==================== bitmap_coord
Figure 1. Gate families picked out (bitmap_coord).
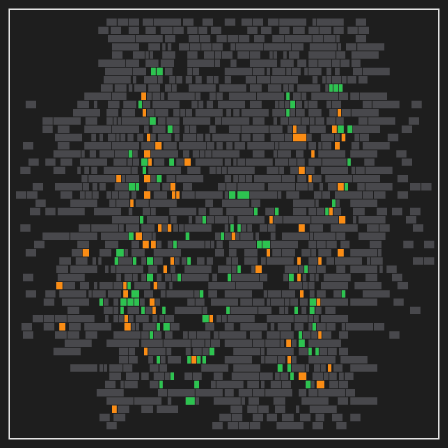

**config.mk**
```make
export PLATFORM = sky130hd
export DESIGN_NAME = bitmap_coord
export DESIGN_NICKNAME = d
export VERILOG_FILES = /design/src/rtl/bitmap_coord.sv
export SDC_FILE = /design/constraint.sdc
export NUM_CORES = 1
export LEC_CHECK = 0
export CAP_MARGIN = 20
export CORE_UTILIZATION = 45
export CTS_CLUSTER_SIZE = 24
export DETAILED_ROUTE_END_ITERATION = 7
export PLACE_DENSITY = 0.79
export SLEW_MARGIN = 0
export SYNTH_ARGS = -nofsm -noshare
export SYNTH_HDL_FRONTEND = slang
export SYNTH_SLANG_ARGS = --single-unit
```
**constraint.sdc**
```tcl
create_clock -name clk -period 3 [get_ports clk]
set_clock_uncertainty 0.2 [all_clocks]
set_input_delay 0.9 -clock clk [delete_from_list [all_inputs] [get_ports clk]]
set_output_delay 0.9 -clock clk [all_outputs]
set_load 0.02 [all_outputs]
```
**src/rtl/bitmap_coord.sv**
```systemverilog
// Converts a linear pixel address back into signed (x,y) bitmap coordinates.
// A restoring divider produces one quotient bit per cycle behind valid/ready handshakes.
module bitmap_coord #(
  parameter int CORDW = 16,
  parameter int ADDRW = 24
) (
  input  logic             clk,
  input  logic             rst_n,
  input  logic             in_valid,
  output logic             in_ready,
  input  logic [ADDRW-1:0] addr,
  input  logic [CORDW-1:0] bmpw,
  input  logic [CORDW-1:0] bmph,
  input  logic [CORDW-1:0] offx,
  input  logic [CORDW-1:0] offy,
  output logic             out_valid,
  input  logic             out_ready,
  output logic [CORDW-1:0] x,
  output logic [CORDW-1:0] y,
  output logic             clip
);

  localparam int CNTW = $clog2(ADDRW + 1);

  localparam logic [1:0] IDLE = 2'd0;
  localparam logic [1:0] DIV  = 2'd1;
  localparam logic [1:0] FIN  = 2'd2;
  localparam logic [1:0] DONE = 2'd3;

  logic [1:0]       state;
  logic [ADDRW-1:0] dividend;  // shifts out dividend bits, shifts in quotient bits
  logic [CORDW-1:0] rem;
  logic [CNTW-1:0]  count;
  logic [CORDW-1:0] bmpw_r;
  logic [CORDW-1:0] bmph_r;
  logic [CORDW-1:0] offx_r;
  logic [CORDW-1:0] offy_r;
  logic             divzero;

  logic             in_divzero;
  logic [CORDW:0]   rem_shift;
  logic [CORDW:0]   bmpw_ext;
  logic [CORDW:0]   rem_sub;
  logic             rem_ge;
  logic [CORDW-1:0] x_calc;
  logic [CORDW-1:0] y_calc;
  logic [ADDRW+1:0] row_wide;
  logic [ADDRW+1:0] bmph_wide;
  logic             row_ge_h;
  logic             row_big;
  logic             clip_calc;

  assign in_ready   = rst_n && (state == IDLE);
  assign in_divzero = bmpw[CORDW-1] || (bmpw == '0);

  always_comb begin
    rem_shift = {rem, dividend[ADDRW-1]};
    bmpw_ext  = {1'b0, bmpw_r};
    rem_ge    = (rem_shift >= bmpw_ext);
    rem_sub   = rem_ge ? (rem_shift - bmpw_ext) : rem_shift;
  end

  // Row range check is signed so that bmph <= 0 always clips.
  always_comb begin
    x_calc    = rem - offx_r;
    y_calc    = dividend[CORDW-1:0] - offy_r;
    row_wide  = {2'b00, dividend};
    bmph_wide = {{(ADDRW + 2 - CORDW){bmph_r[CORDW-1]}}, bmph_r};
    row_ge_h  = ($signed(row_wide) >= $signed(bmph_wide));
    row_big   = |dividend[ADDRW-1:CORDW-1];
    clip_calc = divzero || row_ge_h || row_big;
  end

  always_ff @(posedge clk or negedge rst_n) begin
    if (!rst_n) begin
      state     <= IDLE;
      dividend  <= '0;
      rem       <= '0;
      count     <= '0;
      bmpw_r    <= '0;
      bmph_r    <= '0;
      offx_r    <= '0;
      offy_r    <= '0;
      divzero   <= 1'b0;
      out_valid <= 1'b0;
      x         <= '0;
      y         <= '0;
      clip      <= 1'b0;
    end else begin
      case (state)
        IDLE: begin
          if (in_valid) begin
            bmpw_r   <= bmpw;
            bmph_r   <= bmph;
            offx_r   <= offx;
            offy_r   <= offy;
            dividend <= addr;
            rem      <= '0;
            count    <= CNTW'(ADDRW);
            divzero  <= in_divzero;
            state    <= in_divzero ? FIN : DIV;
          end
        end
        DIV: begin
          rem      <= rem_sub[CORDW-1:0];
          dividend <= {dividend[ADDRW-2:0], rem_ge};
          count    <= count - 1'b1;
          if (count == CNTW'(1)) state <= FIN;
        end
        FIN: begin
          x         <= divzero ? '0 : x_calc;
          y         <= divzero ? '0 : y_calc;
          clip      <= clip_calc;
          out_valid <= 1'b1;
          state     <= DONE;
        end
        default: begin
          if (out_ready) begin
            out_valid <= 1'b0;
            state     <= IDLE;
          end
        end
      endcase
    end
  end

endmodule

```
==================== msb_word_serializer_flat
`config.mk`:
```
export PLATFORM = sky130hd
export DESIGN_NAME = msb_word_serializer_flat
export DESIGN_NICKNAME = d
export VERILOG_FILES = /design/src/rtl/msb_word_serializer_if.sv /design/src/rtl/msb_word_serializer.sv /design/src/flat_wrapper.sv
export SDC_FILE = /design/constraint.sdc
export NUM_CORES = 1
export LEC_CHECK = 0
export CORE_MARGIN = 4
export CORE_UTILIZATION = 52
export CTS_CLUSTER_DIAMETER = 50
export DETAILED_ROUTE_END_ITERATION = 16
export GPL_TIMING_DRIVEN = 0
export HOLD_SLACK_MARGIN = 0.05
export PLACE_DENSITY_LB_ADDON = 0.3
export SYNTH_ARGS = -nofsm -noshare
export SYNTH_HDL_FRONTEND = slang
export SYNTH_SLANG_ARGS = --single-unit
```
`constraint.sdc`:
```
create_clock -name clk -period 2.4 [get_ports clk]
set_input_delay 0.72 -clock clk [delete_from_list [all_inputs] [get_ports clk]]
set_output_delay 0.72 -clock clk [all_outputs]
set_load 0.01 [all_outputs]
```
`src/rtl/msb_word_serializer_if.sv`:
```
// Parallel-in / serial-out handshake bundle for msb_word_serializer.
// slave  : the serializer side (accepts words, drives the serial stream)
// master : the word source / serial consumer side
interface msb_word_serializer_if #(
   parameter int WIDTH = 8
) ();
   logic [WIDTH-1:0] din;
   logic             din_valid;
   logic             din_ready;
   logic             sout;
   logic             sout_valid;
   logic             sof;
   logic             eof;
   logic             busy;

   modport slave (
      input  din,
      input  din_valid,
      output din_ready,
      output sout,
      output sout_valid,
      output sof,
      output eof,
      output busy
   );

   modport master (
      output din,
      output din_valid,
      input  din_ready,
      input  sout,
      input  sout_valid,
      input  sof,
      input  eof,
      input  busy
   );
endinterface

```
`src/rtl/msb_word_serializer.sv`:
```
// msb_word_serializer: takes parallel words over valid/ready and shifts them
// out MSB-first with sof/eof strobes, feeding the serial divisible-by-5 detector.
// Optional build macro REF_MOD5_EN adds an in-line mod-5 golden residue
// (ref_rem / ref_valid) computed from the emitted bit stream.
//
// state   | meaning
// --------+------------------------------------------------------------
// S_IDLE  | waiting for a word, din_ready=1
// S_SHIFT | emitting bit r_bit_cnt of the frame (MSB first)
// S_GAP   | forced idle bubble between frames, r_gap_cnt counts down
module msb_word_serializer #(
   parameter int WIDTH = 8,
   parameter int GAP   = 1
) (
   input  logic                      clk,
   input  logic                      rst_n,
   msb_word_serializer_if.slave      bus
`ifdef REF_MOD5_EN
   ,
   output logic [2:0]                ref_rem,
   output logic                      ref_valid
`endif
);

   localparam int             CW       = (WIDTH > 1) ? $clog2(WIDTH) : 1;
   localparam logic [CW-1:0]  LAST_BIT = CW'(WIDTH - 1);
   localparam logic [3:0]     GAP_LOAD = 4'((GAP > 0) ? GAP - 1 : 0);
   localparam bit             GAP_NONE = (GAP == 0);

   typedef enum logic [1:0] {
      S_IDLE  = 2'd0,
      S_SHIFT = 2'd1,
      S_GAP   = 2'd2
   } state_t;

   state_t           r_state,   w_state_nxt;
   logic [WIDTH-1:0] r_shreg,   w_shreg_nxt;
   logic [CW-1:0]    r_bit_cnt, w_bit_cnt_nxt;
   logic [3:0]       r_gap_cnt, w_gap_cnt_nxt;

   logic w_last;
   logic w_ready;
   logic w_xfer;

   // Ready is decoded from registered state only, never from din_valid.
   assign w_last  = (r_state == S_SHIFT) && (r_bit_cnt == LAST_BIT);
   assign w_ready = (r_state == S_IDLE) || (w_last && GAP_NONE);
   assign w_xfer  = bus.din_valid && w_ready;

   // State register: FSM state, shift register and both counters.
   always_ff @(posedge clk or negedge rst_n) begin
      if (!rst_n) begin
         r_state   <= S_IDLE;
         r_shreg   <= '0;
         r_bit_cnt <= '0;
         r_gap_cnt <= '0;
      end else begin
         r_state   <= w_state_nxt;
         r_shreg   <= w_shreg_nxt;
         r_bit_cnt <= w_bit_cnt_nxt;
         r_gap_cnt <= w_gap_cnt_nxt;
      end
   end

   // Next-state logic: load on transfer, shift per bit, count down the gap.
   always_comb begin
      w_state_nxt   = r_state;
      w_shreg_nxt   = r_shreg;
      w_bit_cnt_nxt = r_bit_cnt;
      w_gap_cnt_nxt = r_gap_cnt;
      case (r_state)
         S_IDLE: begin
            if (w_xfer) begin
               w_state_nxt   = S_SHIFT;
               w_shreg_nxt   = bus.din;
               w_bit_cnt_nxt = '0;
            end
         end
         S_SHIFT: begin
            if (w_last) begin
               if (!GAP_NONE) begin
                  w_state_nxt   = S_GAP;
                  w_gap_cnt_nxt = GAP_LOAD;
               end else if (w_xfer) begin
                  // back-to-back: next cycle is the new frame's sof
                  w_shreg_nxt   = bus.din;
                  w_bit_cnt_nxt = '0;
               end else begin
                  w_state_nxt   = S_IDLE;
               end
            end else begin
               w_shreg_nxt   = {r_shreg[WIDTH-2:0], 1'b0};
               w_bit_cnt_nxt = r_bit_cnt + 1'b1;
            end
         end
         S_GAP: begin
            if (r_gap_cnt == 4'd0) begin
               w_state_nxt = S_IDLE;
            end else begin
               w_gap_cnt_nxt = r_gap_cnt - 4'd1;
            end
         end
         default: begin
            w_state_nxt = S_IDLE;
         end
      endcase
   end

   // Output decode: all outputs are functions of registered state only.
   always_comb begin
      bus.din_ready  = w_ready;
      bus.sout_valid = (r_state == S_SHIFT);
      bus.sout       = (r_state == S_SHIFT) && r_shreg[WIDTH-1];
      bus.sof        = (r_state == S_SHIFT) && (r_bit_cnt == '0);
      bus.eof        = w_last;
      bus.busy       = (r_state == S_SHIFT) || (r_state == S_GAP);
   end

`ifdef REF_MOD5_EN
   logic [2:0] r_res;
   logic [2:0] r_ref_rem;
   logic       r_ref_valid;
   logic [2:0] w_res_prev;
   logic [3:0] w_res_sum;
   logic [2:0] w_res_new;

   // Residue step r = (2*r_prev + bit) mod 5; r_prev is forced to 0 on sof.
   always_comb begin
      w_res_prev = (r_bit_cnt == '0) ? 3'd0 : r_res;
      w_res_sum  = {w_res_prev, bus.sout};
      w_res_new  = (w_res_sum >= 4'd5) ? 3'(w_res_sum - 4'd5) : 3'(w_res_sum);
   end

   // Residue accumulate per SHIFT cycle; publish the final value after eof.
   always_ff @(posedge clk or negedge rst_n) begin
      if (!rst_n) begin
         r_res       <= 3'd0;
         r_ref_rem   <= 3'd0;
         r_ref_valid <= 1'b0;
      end else begin
         r_ref_valid <= w_last;
         if (r_state == S_SHIFT) begin
            r_res <= w_res_new;
         end
         if (w_last) begin
            r_ref_rem <= w_res_new;
         end
      end
   end

   assign ref_rem   = r_ref_rem;
   assign ref_valid = r_ref_valid;
`endif

endmodule
```
`src/flat_wrapper.sv`:
```
// flat-port wrapper written by rule: the top's interface ports become plain ports
module msb_word_serializer_flat 
#(
   parameter int WIDTH = 8,
   parameter int GAP   = 1
)
  (clk, rst_n, bus_din, bus_din_valid, bus_din_ready, bus_sout, bus_sout_valid, bus_sof, bus_eof, bus_busy);
  msb_word_serializer_if #(.WIDTH(WIDTH)) bus_i ();
  input  logic clk;
  input  logic rst_n;
  input wire logic [$bits(bus_i.din)-1:0] bus_din;
  input wire logic [$bits(bus_i.din_valid)-1:0] bus_din_valid;
  output wire logic [$bits(bus_i.din_ready)-1:0] bus_din_ready;
  output wire logic [$bits(bus_i.sout)-1:0] bus_sout;
  output wire logic [$bits(bus_i.sout_valid)-1:0] bus_sout_valid;
  output wire logic [$bits(bus_i.sof)-1:0] bus_sof;
  output wire logic [$bits(bus_i.eof)-1:0] bus_eof;
  output wire logic [$bits(bus_i.busy)-1:0] bus_busy;
  assign bus_i.din = bus_din;
  assign bus_i.din_valid = bus_din_valid;
  assign bus_din_ready = bus_i.din_ready;
  assign bus_sout = bus_i.sout;
  assign bus_sout_valid = bus_i.sout_valid;
  assign bus_sof = bus_i.sof;
  assign bus_eof = bus_i.eof;
  assign bus_busy = bus_i.busy;
  msb_word_serializer #(.WIDTH(WIDTH), .GAP(GAP)) u_core (.clk(clk), .rst_n(rst_n), .bus(bus_i));
endmodule
```
==================== daq_tx_arbiter_flat
--- config.mk ---
export PLATFORM = sky130hd
export DESIGN_NAME = daq_tx_arbiter_flat
export DESIGN_NICKNAME = d
export VERILOG_FILES = /design/src/rtl/daq_tx_arbiter_if.sv /design/src/rtl/daq_tx_arbiter.sv /design/src/flat_wrapper.sv
export SDC_FILE = /design/constraint.sdc
export NUM_CORES = 1
export LEC_CHECK = 0
export CORE_MARGIN = 10
export CORE_UTILIZATION = 50
export DETAILED_ROUTE_END_ITERATION = 16
export GPL_TIMING_DRIVEN = 0
export HOLD_SLACK_MARGIN = 0.05
export PLACE_DENSITY = 0.89
export RECOVER_POWER = 50
export SYNTH_ARGS = -nofsm -noshare
export SYNTH_HDL_FRONTEND = slang
export SYNTH_SLANG_ARGS = --single-unit
--- constraint.sdc ---
create_clock -name clk -period 3.4 [get_ports clk]
set_input_delay 0.51 -clock clk [delete_from_list [all_inputs] [get_ports clk]]
set_output_delay 0.51 -clock clk [all_outputs]
set_load 0.1 [all_outputs]
--- src/rtl/daq_tx_arbiter_if.sv ---
// Bundle of the source-side and link-side signals around the tx arbiter.
// master = the arbiter itself, slave = packetisers plus link serialiser.
`timescale 1ns/1ps
interface daq_tx_arbiter_if #(
  parameter int NUM_SRC = 2,
  parameter int DATA_W  = 8
);
  logic [NUM_SRC-1:0]        src_en;
  logic [NUM_SRC*DATA_W-1:0] s_data;
  logic [NUM_SRC-1:0]        s_valid;
  logic [NUM_SRC-1:0]        s_last;
  logic [NUM_SRC-1:0]        s_ready;
  logic [DATA_W-1:0]         tx_data;
  logic                      tx_valid;
  logic                      tx_ready;
  logic                      tx_last;
  logic [NUM_SRC-1:0]        grant;
  logic                      busy;
  logic [NUM_SRC*16-1:0]     pkt_cnt;
  logic                      stall_err;
  logic                      dbg_state;

  modport master (
    input  src_en, s_data, s_valid, s_last, tx_ready,
    output s_ready, tx_data, tx_valid, tx_last, grant, busy, pkt_cnt, stall_err, dbg_state
  );

  modport slave (
    output src_en, s_data, s_valid, s_last, tx_ready,
    input  s_ready, tx_data, tx_valid, tx_last, grant, busy, pkt_cnt, stall_err, dbg_state
  );
endinterface

--- src/rtl/daq_tx_arbiter.sv ---
// Packet-level round-robin arbiter sharing one tx link between NUM_SRC packet sources,
// with per-source packet counters and a sticky mid-packet stall watchdog.
`timescale 1ns/1ps
module daq_tx_arbiter #(
  parameter int NUM_SRC     = 2,
  parameter int DATA_W      = 8,
  parameter int STALL_LIMIT = 16
) (
  input logic              clk,
  input logic              rst,
  daq_tx_arbiter_if.master bus
);
  // Handshake: a beat moves on any cycle where valid && ready; a valid beat is held
  // stable with its data/last until accepted. The link side is a straight
  // pass-through of the granted source, so this holds whenever the sources obey it.

  localparam int GW = (NUM_SRC > 1) ? $clog2(NUM_SRC) : 1;
  localparam int SW = $clog2(STALL_LIMIT + 1);

  typedef enum logic {ST_IDLE = 1'b0, ST_LOCK = 1'b1} state_t;

  state_t              r_state;
  state_t              w_state_nxt;
  logic [GW-1:0]       r_gnt;
  logic [GW-1:0]       r_rr_ptr;
  logic [GW-1:0]       w_pick;
  logic [GW-1:0]       w_rr_nxt;
  logic                w_pick_vld;
  logic [NUM_SRC-1:0]  w_req;
  logic [15:0]         r_pkt_cnt [NUM_SRC];
  logic [SW-1:0]       r_stall_cnt;
  logic                r_stall_err;
  logic                w_lock;
  logic                w_g_valid;
  logic                w_g_last;
  logic [DATA_W-1:0]   w_g_data;
  logic                w_xfer;
  logic                w_end;

  // Round-robin pick: scan descending offsets so the smallest offset from rr_ptr wins.
  always_comb begin
    logic [GW:0] w_sum;
    w_req      = bus.s_valid & bus.src_en;
    w_pick     = '0;
    w_pick_vld = 1'b0;
    w_sum      = '0;
    for (int k = NUM_SRC - 1; k >= 0; k--) begin
      w_sum = {1'b0, r_rr_ptr} + (GW+1)'(k);
      if (w_sum >= (GW+1)'(NUM_SRC)) w_sum = w_sum - (GW+1)'(NUM_SRC);
      if (w_req[w_sum[GW-1:0]]) begin
        w_pick     = w_sum[GW-1:0];
        w_pick_vld = 1'b1;
      end
    end
  end

  always_comb begin
    logic [GW:0] w_inc;
    w_inc = {1'b0, r_gnt} + (GW+1)'(1);
    if (w_inc >= (GW+1)'(NUM_SRC)) w_inc = '0;
    w_rr_nxt = w_inc[GW-1:0];
  end

  // Mux the granted source; outputs are forced quiet while rst is high.
  assign w_lock = (r_state == ST_LOCK) && !rst;

  always_comb begin
    w_g_valid    = 1'b0;
    w_g_last     = 1'b0;
    w_g_data     = '0;
    bus.s_ready  = '0;
    bus.grant    = '0;
    for (int i = 0; i < NUM_SRC; i++) begin
      if (r_gnt == GW'(i)) begin
        w_g_valid = bus.s_valid[i];
        w_g_last  = bus.s_last[i];
        w_g_data  = bus.s_data[i*DATA_W +: DATA_W];
        if (w_lock) begin
          bus.s_ready[i] = bus.tx_ready;
          bus.grant[i]   = 1'b1;
        end
      end
    end
    bus.tx_data  = w_lock ? w_g_data : '0;
    bus.tx_valid = w_lock && w_g_valid;
    bus.tx_last  = w_lock && w_g_last;
  end

  assign w_xfer = (r_state == ST_LOCK) && w_g_valid && bus.tx_ready;
  assign w_end  = w_xfer && w_g_last;

  always_comb begin
    w_state_nxt = r_state;
    case (r_state)
      ST_IDLE: if (w_pick_vld) w_state_nxt = ST_LOCK;
      ST_LOCK: if (w_end)      w_state_nxt = ST_IDLE;
      default:                 w_state_nxt = ST_IDLE;
    endcase
  end

  always_ff @(posedge clk) begin
    if (rst) begin
      r_state     <= ST_IDLE;
      r_gnt       <= '0;
      r_rr_ptr    <= '0;
      r_stall_cnt <= '0;
      r_stall_err <= 1'b0;
      for (int i = 0; i < NUM_SRC; i++) r_pkt_cnt[i] <= '0;
    end else begin
      r_state <= w_state_nxt;
      if (r_state == ST_IDLE && w_pick_vld) r_gnt <= w_pick;
      if (w_end) r_rr_ptr <= w_rr_nxt;
      for (int i = 0; i < NUM_SRC; i++) begin
        if (w_end && r_gnt == GW'(i)) r_pkt_cnt[i] <= r_pkt_cnt[i] + 16'd1;
      end
      // Watchdog counts only source-side starvation; link backpressure has valid=1.
      if (r_state != ST_LOCK || w_g_valid) begin
        r_stall_cnt <= '0;
      end else if (r_stall_cnt != SW'(STALL_LIMIT)) begin
        r_stall_cnt <= r_stall_cnt + SW'(1);
        if (r_stall_cnt == SW'(STALL_LIMIT - 1)) r_stall_err <= 1'b1;
      end
    end
  end

  always_comb begin
    bus.pkt_cnt = '0;
    for (int i = 0; i < NUM_SRC; i++) bus.pkt_cnt[i*16 +: 16] = r_pkt_cnt[i];
  end

  assign bus.busy      = (r_state == ST_LOCK);
  assign bus.stall_err = r_stall_err;
  assign bus.dbg_state = r_state;
endmodule
--- src/flat_wrapper.sv ---
// flat-port wrapper written by rule: the top's interface ports become plain ports
module daq_tx_arbiter_flat 
#(
  parameter int NUM_SRC     = 2,
  parameter int DATA_W      = 8,
  parameter int STALL_LIMIT = 16
)
  (clk, rst, bus_src_en, bus_s_data, bus_s_valid, bus_s_last, bus_tx_ready, bus_s_ready, bus_tx_data, bus_tx_valid, bus_tx_last, bus_grant, bus_busy, bus_pkt_cnt, bus_stall_err, bus_dbg_state);
  daq_tx_arbiter_if #(.NUM_SRC(NUM_SRC), .DATA_W(DATA_W)) bus_i ();
  input logic clk;
  input logic rst;
  input wire logic [$bits(bus_i.src_en)-1:0] bus_src_en;
  input wire logic [$bits(bus_i.s_data)-1:0] bus_s_data;
  input wire logic [$bits(bus_i.s_valid)-1:0] bus_s_valid;
  input wire logic [$bits(bus_i.s_last)-1:0] bus_s_last;
  input wire logic [$bits(bus_i.tx_ready)-1:0] bus_tx_ready;
  output wire logic [$bits(bus_i.s_ready)-1:0] bus_s_ready;
  output wire logic [$bits(bus_i.tx_data)-1:0] bus_tx_data;
  output wire logic [$bits(bus_i.tx_valid)-1:0] bus_tx_valid;
  output wire logic [$bits(bus_i.tx_last)-1:0] bus_tx_last;
  output wire logic [$bits(bus_i.grant)-1:0] bus_grant;
  output wire logic [$bits(bus_i.busy)-1:0] bus_busy;
  output wire logic [$bits(bus_i.pkt_cnt)-1:0] bus_pkt_cnt;
  output wire logic [$bits(bus_i.stall_err)-1:0] bus_stall_err;
  output wire logic [$bits(bus_i.dbg_state)-1:0] bus_dbg_state;
  assign bus_i.src_en = bus_src_en;
  assign bus_i.s_data = bus_s_data;
  assign bus_i.s_valid = bus_s_valid;
  assign bus_i.s_last = bus_s_last;
  assign bus_i.tx_ready = bus_tx_ready;
  assign bus_s_ready = bus_i.s_ready;
  assign bus_tx_data = bus_i.tx_data;
  assign bus_tx_valid = bus_i.tx_valid;
  assign bus_tx_last = bus_i.tx_last;
  assign bus_grant = bus_i.grant;
  assign bus_busy = bus_i.busy;
  assign bus_pkt_cnt = bus_i.pkt_cnt;
  assign bus_stall_err = bus_i.stall_err;
  assign bus_dbg_state = bus_i.dbg_state;
  daq_tx_arbiter #(.NUM_SRC(NUM_SRC), .DATA_W(DATA_W), .STALL_LIMIT(STALL_LIMIT)) u_core (.clk(clk), .rst(rst), .bus(bus_i));
endmodule
==================== keypad_pin_entry_flat
File: config.mk
export PLATFORM = sky130hd
export DESIGN_NAME = keypad_pin_entry_flat
export DESIGN_NICKNAME = d
export VERILOG_FILES = /design/src/rtl/keypad_pin_entry_if.sv /design/src/rtl/keypad_pin_entry.sv /design/src/flat_wrapper.sv
export SDC_FILE = /design/constraint.sdc
export NUM_CORES = 1
export LEC_CHECK = 0
export ABC_AREA = 1
export ABC_CLOCK_PERIOD_IN_PS = 1770
export CAP_MARGIN = 20
export CORE_UTILIZATION = 50
export CTS_BUF_LIST = sky130_fd_sc_hd__clkbuf_2 sky130_fd_sc_hd__clkbuf_4 sky130_fd_sc_hd__clkbuf_8
export CTS_CLUSTER_DIAMETER = 200
export DETAILED_ROUTE_END_ITERATION = 6
export GPL_TIMING_DRIVEN = 0
export PLACE_DENSITY = 0.82
export SETUP_SLACK_MARGIN = 0.3
export SYNTH_ARGS = -nofsm -noshare
export SYNTH_HDL_FRONTEND = slang
export SYNTH_SLANG_ARGS = --single-unit
File: constraint.sdc
create_clock -name clk -period 1.77 [get_ports clk]
set_clock_uncertainty 0.2 [all_clocks]
set_input_delay 0.354 -clock clk [delete_from_list [all_inputs] [get_ports clk]]
set_output_delay 0.354 -clock clk [all_outputs]
set_load 0.03 [all_outputs]
File: src/rtl/keypad_pin_entry_if.sv
// Keypad-to-gate PIN bus: keystroke input, lockout, and the PIN valid/ready handshake.
interface keypad_pin_entry_if #(
  parameter int DIGITS = 4
);
  logic                  key_valid;
  logic [3:0]            key_code;
  logic                  lock_in;
  logic                  pin_ready;
  logic                  pin_valid;
  logic [4*DIGITS-1:0]   pin_data;
  logic                  entry_active;
  logic [2:0]            digit_count;
  logic                  entry_error;

  modport master (
    output key_valid, key_code, lock_in, pin_ready,
    input  pin_valid, pin_data, entry_active, digit_count, entry_error
  );

  modport slave (
    input  key_valid, key_code, lock_in, pin_ready,
    output pin_valid, pin_data, entry_active, digit_count, entry_error
  );
endinterface

File: src/rtl/keypad_pin_entry.sv
// Assembles keypad digits into a BCD PIN and offers it to the gate controller over valid/ready.
// Entry is frozen by lock_in and abandoned after TIMEOUT_CYC idle cycles.
module keypad_pin_entry #(
  parameter int DIGITS      = 4,
  parameter int TIMEOUT_CYC = 1000
) (
  input  logic               clk,
  input  logic               rst,
  keypad_pin_entry_if.slave  bus
);
  localparam int DW = 4*DIGITS;
  localparam int TW = $clog2(TIMEOUT_CYC + 1);
  localparam logic [2:0]    FULL = 3'(DIGITS);
  localparam logic [TW-1:0] TMAX = TW'(TIMEOUT_CYC - 1);

  typedef enum logic [1:0] {S_IDLE, S_COLLECT, S_SEND, S_LOCKED} state_t;

  state_t          state_q, state_d;
  logic [DW-1:0]   buf_q, buf_d;
  logic [2:0]      cnt_q, cnt_d;
  logic [TW-1:0]   tmr_q, tmr_d;
  logic            err_q, err_d;
  logic            valid_q, active_q;

  logic is_digit, is_clear, is_bs, is_enter, is_cmd;
  assign is_digit = (bus.key_code <= 4'd9);
  assign is_clear = (bus.key_code == 4'hA);
  assign is_bs    = (bus.key_code == 4'hB);
  assign is_enter = (bus.key_code == 4'hE);
  assign is_cmd   = is_clear | is_bs | is_enter;

  // Timer defaults to zero so it restarts on every entry into COLLECT.
  always_comb begin
    state_d = state_q;
    buf_d   = buf_q;
    cnt_d   = cnt_q;
    tmr_d   = '0;
    err_d   = 1'b0;
    if (bus.lock_in) begin
      state_d = S_LOCKED;
      buf_d   = '0;
      cnt_d   = '0;
    end else begin
      case (state_q)
        S_IDLE: begin
          if (bus.key_valid) begin
            if (is_digit) begin
              buf_d   = DW'(bus.key_code);
              cnt_d   = 3'd1;
              state_d = S_COLLECT;
            end else if (!is_cmd) begin
              err_d = 1'b1;
            end
          end
        end
        S_COLLECT: begin
          if (bus.key_valid) begin
            if (is_digit) begin
              if (cnt_q < FULL) begin
                buf_d = (buf_q << 4) | DW'(bus.key_code);
                cnt_d = cnt_q + 3'd1;
              end else begin
                err_d = 1'b1;
              end
            end else if (is_bs) begin
              buf_d = buf_q >> 4;
              cnt_d = cnt_q - 3'd1;
              if (cnt_q == 3'd1) state_d = S_IDLE;
            end else if (is_clear) begin
              buf_d   = '0;
              cnt_d   = '0;
              state_d = S_IDLE;
            end else if (is_enter) begin
              if (cnt_q == FULL) state_d = S_SEND;
              else               err_d   = 1'b1;
            end else begin
              err_d = 1'b1;
            end
          end else if (tmr_q == TMAX) begin
            buf_d   = '0;
            cnt_d   = '0;
            err_d   = 1'b1;
            state_d = S_IDLE;
          end else begin
            tmr_d = tmr_q + TW'(1);
          end
        end
        S_SEND: begin
          // PIN held untouched until the consumer takes it.
          if (bus.pin_ready) begin
            buf_d   = '0;
            cnt_d   = '0;
            state_d = S_IDLE;
          end
        end
        default: state_d = S_IDLE;
      endcase
    end
  end

  always_ff @(posedge clk or posedge rst) begin
    if (rst) begin
      state_q  <= S_IDLE;
      buf_q    <= '0;
      cnt_q    <= '0;
      tmr_q    <= '0;
      err_q    <= 1'b0;
      valid_q  <= 1'b0;
      active_q <= 1'b0;
    end else begin
      state_q  <= state_d;
      buf_q    <= buf_d;
      cnt_q    <= cnt_d;
      tmr_q    <= tmr_d;
      err_q    <= err_d;
      valid_q  <= (state_d == S_SEND);
      active_q <= (state_d == S_COLLECT);
    end
  end

  assign bus.pin_valid    = valid_q;
  assign bus.pin_data     = buf_q;
  assign bus.entry_active = active_q;
  assign bus.digit_count  = cnt_q;
  assign bus.entry_error  = err_q;

  // Handshake must not be withdrawn by the producer.
  a_valid_hold: assert property (@(posedge clk) disable iff (rst)
    valid_q && !bus.pin_ready && !bus.lock_in |=> valid_q);
  a_count_range: assert property (@(posedge clk) disable iff (rst) cnt_q <= FULL);
endmodule
File: src/flat_wrapper.sv
// flat-port wrapper written by rule: the top's interface ports become plain ports
module keypad_pin_entry_flat 
#(
  parameter int DIGITS      = 4,
  parameter int TIMEOUT_CYC = 1000
)
  (clk, rst, bus_key_valid, bus_key_code, bus_lock_in, bus_pin_ready, bus_pin_valid, bus_pin_data, bus_entry_active, bus_digit_count, bus_entry_error);
  keypad_pin_entry_if #(.DIGITS(DIGITS)) bus_i ();
  input  logic clk;
  input  logic rst;
  input wire logic [$bits(bus_i.key_valid)-1:0] bus_key_valid;
  input wire logic [$bits(bus_i.key_code)-1:0] bus_key_code;
  input wire logic [$bits(bus_i.lock_in)-1:0] bus_lock_in;
  input wire logic [$bits(bus_i.pin_ready)-1:0] bus_pin_ready;
  output wire logic [$bits(bus_i.pin_valid)-1:0] bus_pin_valid;
  output wire logic [$bits(bus_i.pin_data)-1:0] bus_pin_data;
  output wire logic [$bits(bus_i.entry_active)-1:0] bus_entry_active;
  output wire logic [$bits(bus_i.digit_count)-1:0] bus_digit_count;
  output wire logic [$bits(bus_i.entry_error)-1:0] bus_entry_error;
  assign bus_i.key_valid = bus_key_valid;
  assign bus_i.key_code = bus_key_code;
  assign bus_i.lock_in = bus_lock_in;
  assign bus_i.pin_ready = bus_pin_ready;
  assign bus_pin_valid = bus_i.pin_valid;
  assign bus_pin_data = bus_i.pin_data;
  assign bus_entry_active = bus_i.entry_active;
  assign bus_digit_count = bus_i.digit_count;
  assign bus_entry_error = bus_i.entry_error;
  keypad_pin_entry #(.DIGITS(DIGITS), .TIMEOUT_CYC(TIMEOUT_CYC)) u_core (.clk(clk), .rst(rst), .bus(bus_i));
endmodule

==> gallery <==
Gate families picked out.
(a)
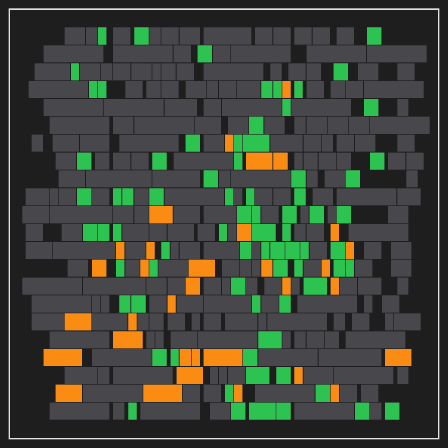
(b)
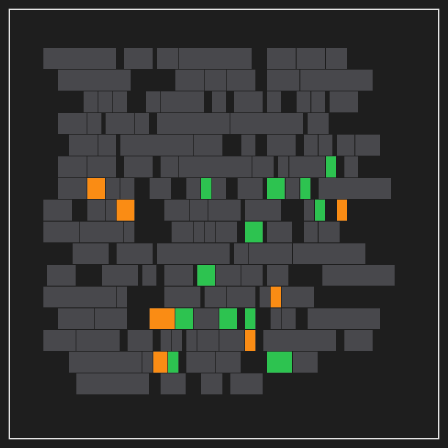
(c)
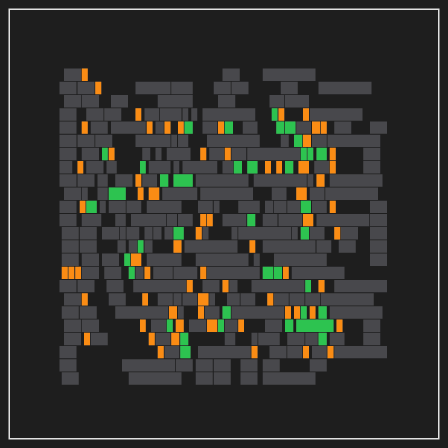
| picture | from |
|---|---|
| (c) | daq_tx_arbiter_flat |
| (b) | msb_word_serializer_flat |
| (a) | keypad_pin_entry_flat |
The one with the fewest cells is (b).

Figure 2. Metal layers overlaid (daq_tx_arbiter_flat).
Scale bar: 20 um. Two of the layers only.
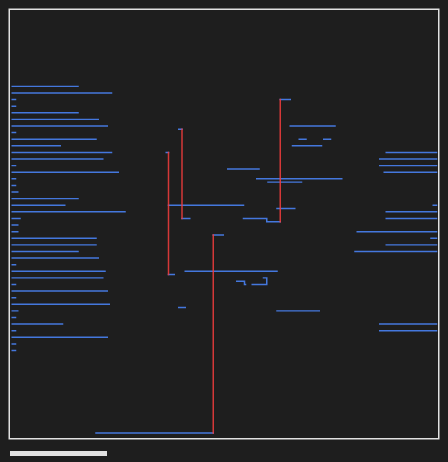
Key: M3 = blue [wire length 687 um]; M4 = red [wire length 110 um]
Vias: 2,024
Global Route Usage Sum: 0.153
drt wl/cell: 15.8 um
DRT Wirelength: 5800 um

==> impl_metrics.csv, daq_tx_arbiter_flat <==
group,metric,value,unit
run_status,outcome,"finished, final reports clean",
finish,largest_reg_flops,32,
route,m1WireLength,2190,um
timing,fin_tns_setup,0,ns
placement,numPortBuffers,72,
synthesis,synth-seq-cells,41,
synthesis,ys_seq_frac,0.491,
placement,place_inst,359,
timing,worst_pin_slew,1.00,ns
synthesis,largest_area_cell,"edfxtp_1",
worst_hold_path,hold_path_depth,2,
worst_setup_path,reg2reg_depth,7,
worst_setup_path,cp.arrival,2.60,ns
clock_network,clock_latency,0.29,ns
route,ant_nets,0,
grt,use_met1,0.165,
synthesis,ys_area,2320,um2
synthesis,netlist_instances,235,
power,ir_drop,0.198,mV
synthesis,postSynthAreaPerCell,9.88,um2
finish,final_common_cell,"clkdlybuf4s50_1",
grt,grt_pass1_vias,2071,
power,power,1220,uW
synthesis,synth.most_common_cell,"nor2_1",
finish,drive_gt1_frac,0.0381,
power,top_power_group,"sequential cells",
worst_setup_path,crit_path_start,"bus_s_valid[0]",
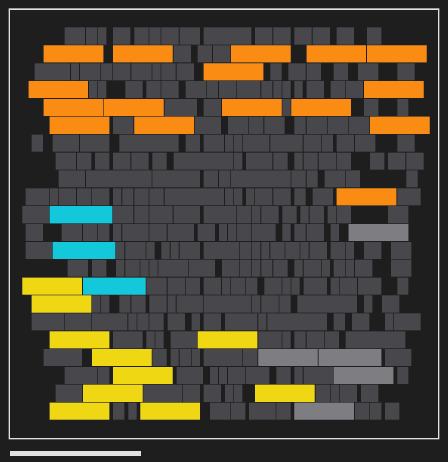
Figure 3: keypad_pin_entry_flat, where the registers sit.
Scale bar: 20 um. Other sequential cells in the stronger grey, the rest of the logic in the fainter grey.
Key: u_core.bus.digit_count = cyan [sequential cells 3]; u_core.tmr_q = yellow [sequential cells 10]; u_core.bus.pin_data = orange [sequential cells 16]
Another 5 sequential cells are not coloured.
Seq power: 843 uW
sequential share of cell area: 0.276

==> impl_metrics.csv, keypad_pin_entry_flat <==
group,metric,value,unit
run_status,outcome,"finished with violations",
run_status,violations,"setup timing",
clock_network,htreeDepth,2,
finish,final_common_cell,"buf_4",
clock_network,clock_path_buffers,2,
synthesis,ys_area,1990,um2
synthesis,ys_types,28,
synthesis,syn_area,1990,um2
timing,timing.final.ws_setup,-0.177,ns
route,drcViolationCount,0,
timing,setup_viol,22,
clock_network,clock_latency,0.29,ns
power,clk-power,614,uW
finish,nets,339,
timing,slew_viol_final,0,
grt,grt_util_met3,0.0556,
synthesis,postSynthAreaPerCell,8.28,um2
grt,grt_pass1_vias,1947,
clock_network,clk_pin_slew,0.06,ns
worst_hold_path,hold_path_depth,1,
worst_setup_path,crit_end,"u_core.bus.pin_data[0]",
synthesis,ys_cells,241,
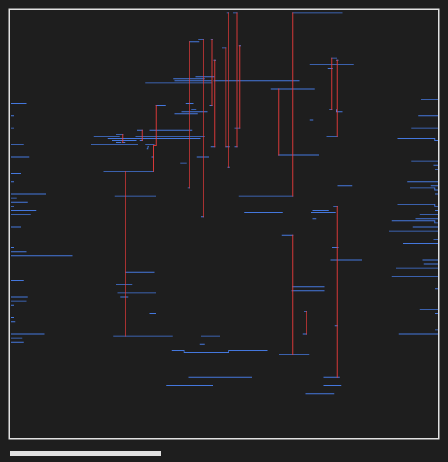
Figure 4: bitmap_coord, metal layers overlaid.
Scale bar: 50 um. Two of the layers only.
Key: M3 = blue [wire length 891 um]; M4 = red [wire length 623 um]
Global Route Usage Sum: 0.219
Vias: 7,050
DRT Wirelength: 21,200 um
drt wl/cell: 16.6 um

Notes on Figure 1 above:
Key: nand cells = green [cells 86]; nor cells = orange [cells 64]
Finished Layout Cells: 1,275
fraction of area in multi-input gates: 0.425
Commonest Layout Cell: dfrtp_1

==> impl_metrics.csv, bitmap_coord <==
group,metric,value,unit
placement,pre_cts_slack,0.0351,ns
route,routed-wl-met3,890,um
timing,fin_tns_setup,0,ns
synthesis,synth-seq-cells,146,
power,p_sw_frac,0.408,
worst_setup_path,max_stage_delay,0.38,ns
power,top_power_group,"combinational cells",
floorplanning,rows,50,
synthesis,postSynthAreaPerCell,9.99,um2
timing,worst_pin_slew,0.761,ns
synthesis,ys_top_logic_family,"AND-OR/OR-AND gates",
flow_run,maxCapViolations,0,
synthesis,yosysWarnings,0,
synthesis,ys.flop_type,"dfrtp_1",
synthesis,synth.top_cell.area_share,0.418,
finish,fin_util,0.582,
synthesis,largest_area_cell,"dfrtp_1",
clock_network,numCtsBuffers,17,
grt,grt-ovfl-total,0,
route,ant_nets,0,
grt,grt_util_met3,0.0348,
finish,comb_area,4680,um2
placement,place_inst,1244,
worst_setup_path,critPathLaunchType,"flop",
worst_setup_path,reg2reg_depth,11,
power,powerSeq,3500,uW
timing,timing.final.ws_setup,0.187,ns
run_status,outcome,"finished, final reports clean",
worst_hold_path,hold_path_class,"flop to flop",
finish,clock_area_frac,0.0548,
power,comb_power,6610,uW
timing,slew_viol_final,0,
clock_network,clk_pin_slew,0.06,ns
finish,num-nonclk-buffers,144,
worst_setup_path,reg2reg_from,"dividend[23]",
synthesis,synth-compound-area-share,0.200,
timing,hold_viol_final,0,
clock_network,clock_path_buffers,2,
placement,hpwl,15600,um
grt,antenna_found_initial,0,
floorplanning,taps,260,
floorplanning,initCoreUtil,0.463,
power,leakage,0.00490,uW
synthesis,xor_share,0.0361,
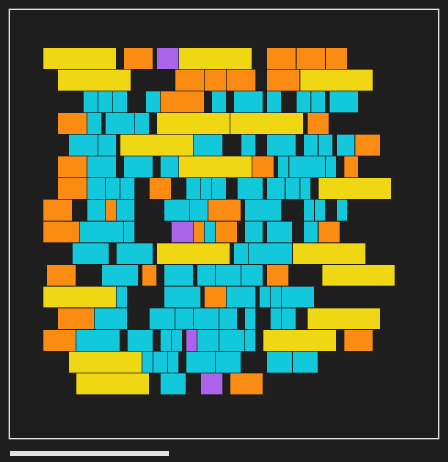
Figure 5: msb_word_serializer_flat, cell classes on the final placement.
Scale bar: 20 um.
Key: remaining buffers and delay cells = orange [cells 32, share of their area 21%]; remaining logic cells = cyan [cells 89, share of their area 46%]; registers = yellow [cells 17, share of their area 31%]; clock drivers and dummy loads = purple [cells 4, share of their area 1.9%]
final instance area: 1400 um2
sequential share of cell area: 0.303
post-layout util: 0.716
Placeable Area: 1960 um2

==> impl_metrics.csv, msb_word_serializer_flat <==
group,metric,value,unit
worst_setup_path,critPathKind,"flop to output pin",
finish,num_antenna_cells,0,
worst_setup_path,r2r_setup_slack,0.49,ns
finish,logic_gate_count,79,
worst_setup_path,max_stage_delay,0.40,ns
worst_setup_path,cpLargestDelayFamily,"flip-flops",
clock_network,post_cts_buffers,3,
synthesis,yosysWarnings,0,
run_status,outcome,"finished, final reports clean",
worst_setup_path,path_depth,5,
finish,final_common_cell,"o21ai_0",
finish,clock_area_frac,0.0187,
worst_hold_path,hold_path_class,"flop to flop",
clock_network,numCtsBuffers,3,
floorplanning,taps,27,
finish,drive_gt1_frac,0.204,
synthesis,topCellsByArea,"dfrtp_1, ha_1, o21ai_0",


## Gallery

Cell classes on the final placement.
Plate I
Scale bar: 20 um.
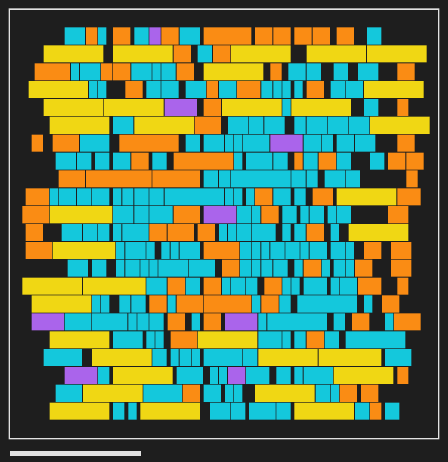
Plate II
Scale bar: 20 um.
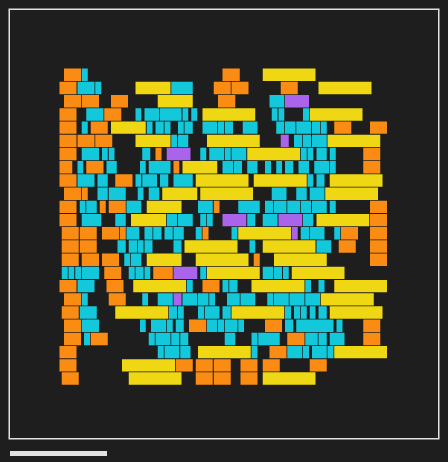
Plate III
Scale bar: 50 um.
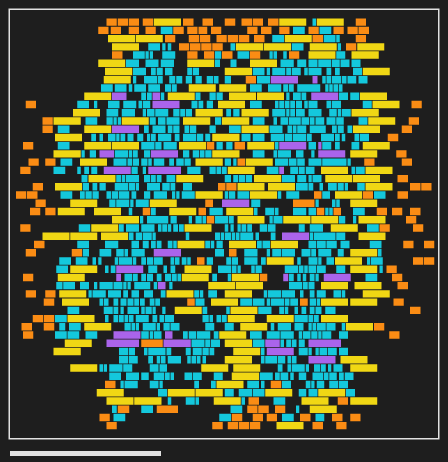
bitmap_coord: Plate III
keypad_pin_entry_flat: Plate I
daq_tx_arbiter_flat: Plate II

Key to Plate II:
Key: remaining logic cells = cyan [cells 184, share of their area 36%]; registers = yellow [cells 41, share of their area 37%]; clock drivers and dummy loads = purple [cells 8, share of their area 2.7%]; remaining buffers and delay cells = orange [cells 82, share of their area 25%]


## Gallery

Where the registers sit.
picture 1
Scale bar: 20 um. Other sequential cells in the stronger grey, the rest of the logic in the fainter grey.
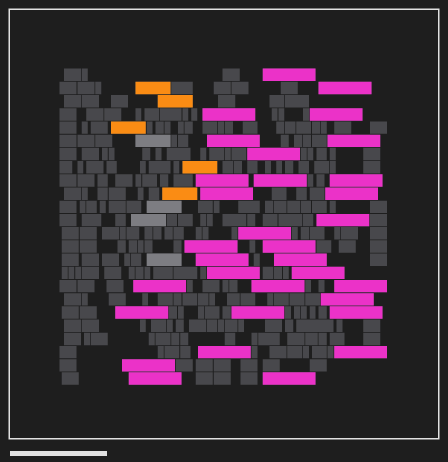
picture 2
Scale bar: 20 um. Other sequential cells in the stronger grey, the rest of the logic in the fainter grey.
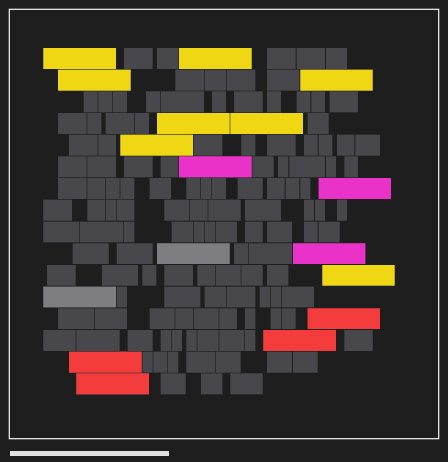
picture 3
Scale bar: 50 um. Other sequential cells in the stronger grey, the rest of the logic in the fainter grey.
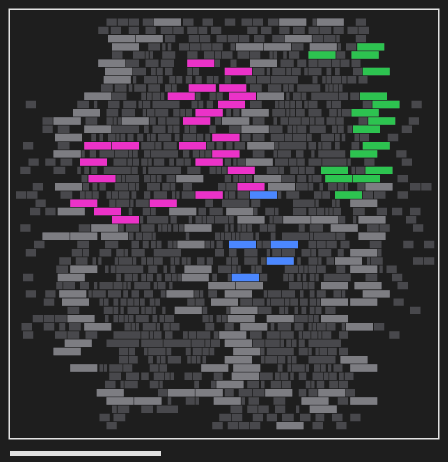
The one with the largest die is picture 3.
The one with the fewest sequential cells is picture 2.
For daq_tx_arbiter_flat, see picture 1.
For msb_word_serializer_flat, see picture 2.
For bitmap_coord, see picture 3.

Power and IR drop assume default switching activity.
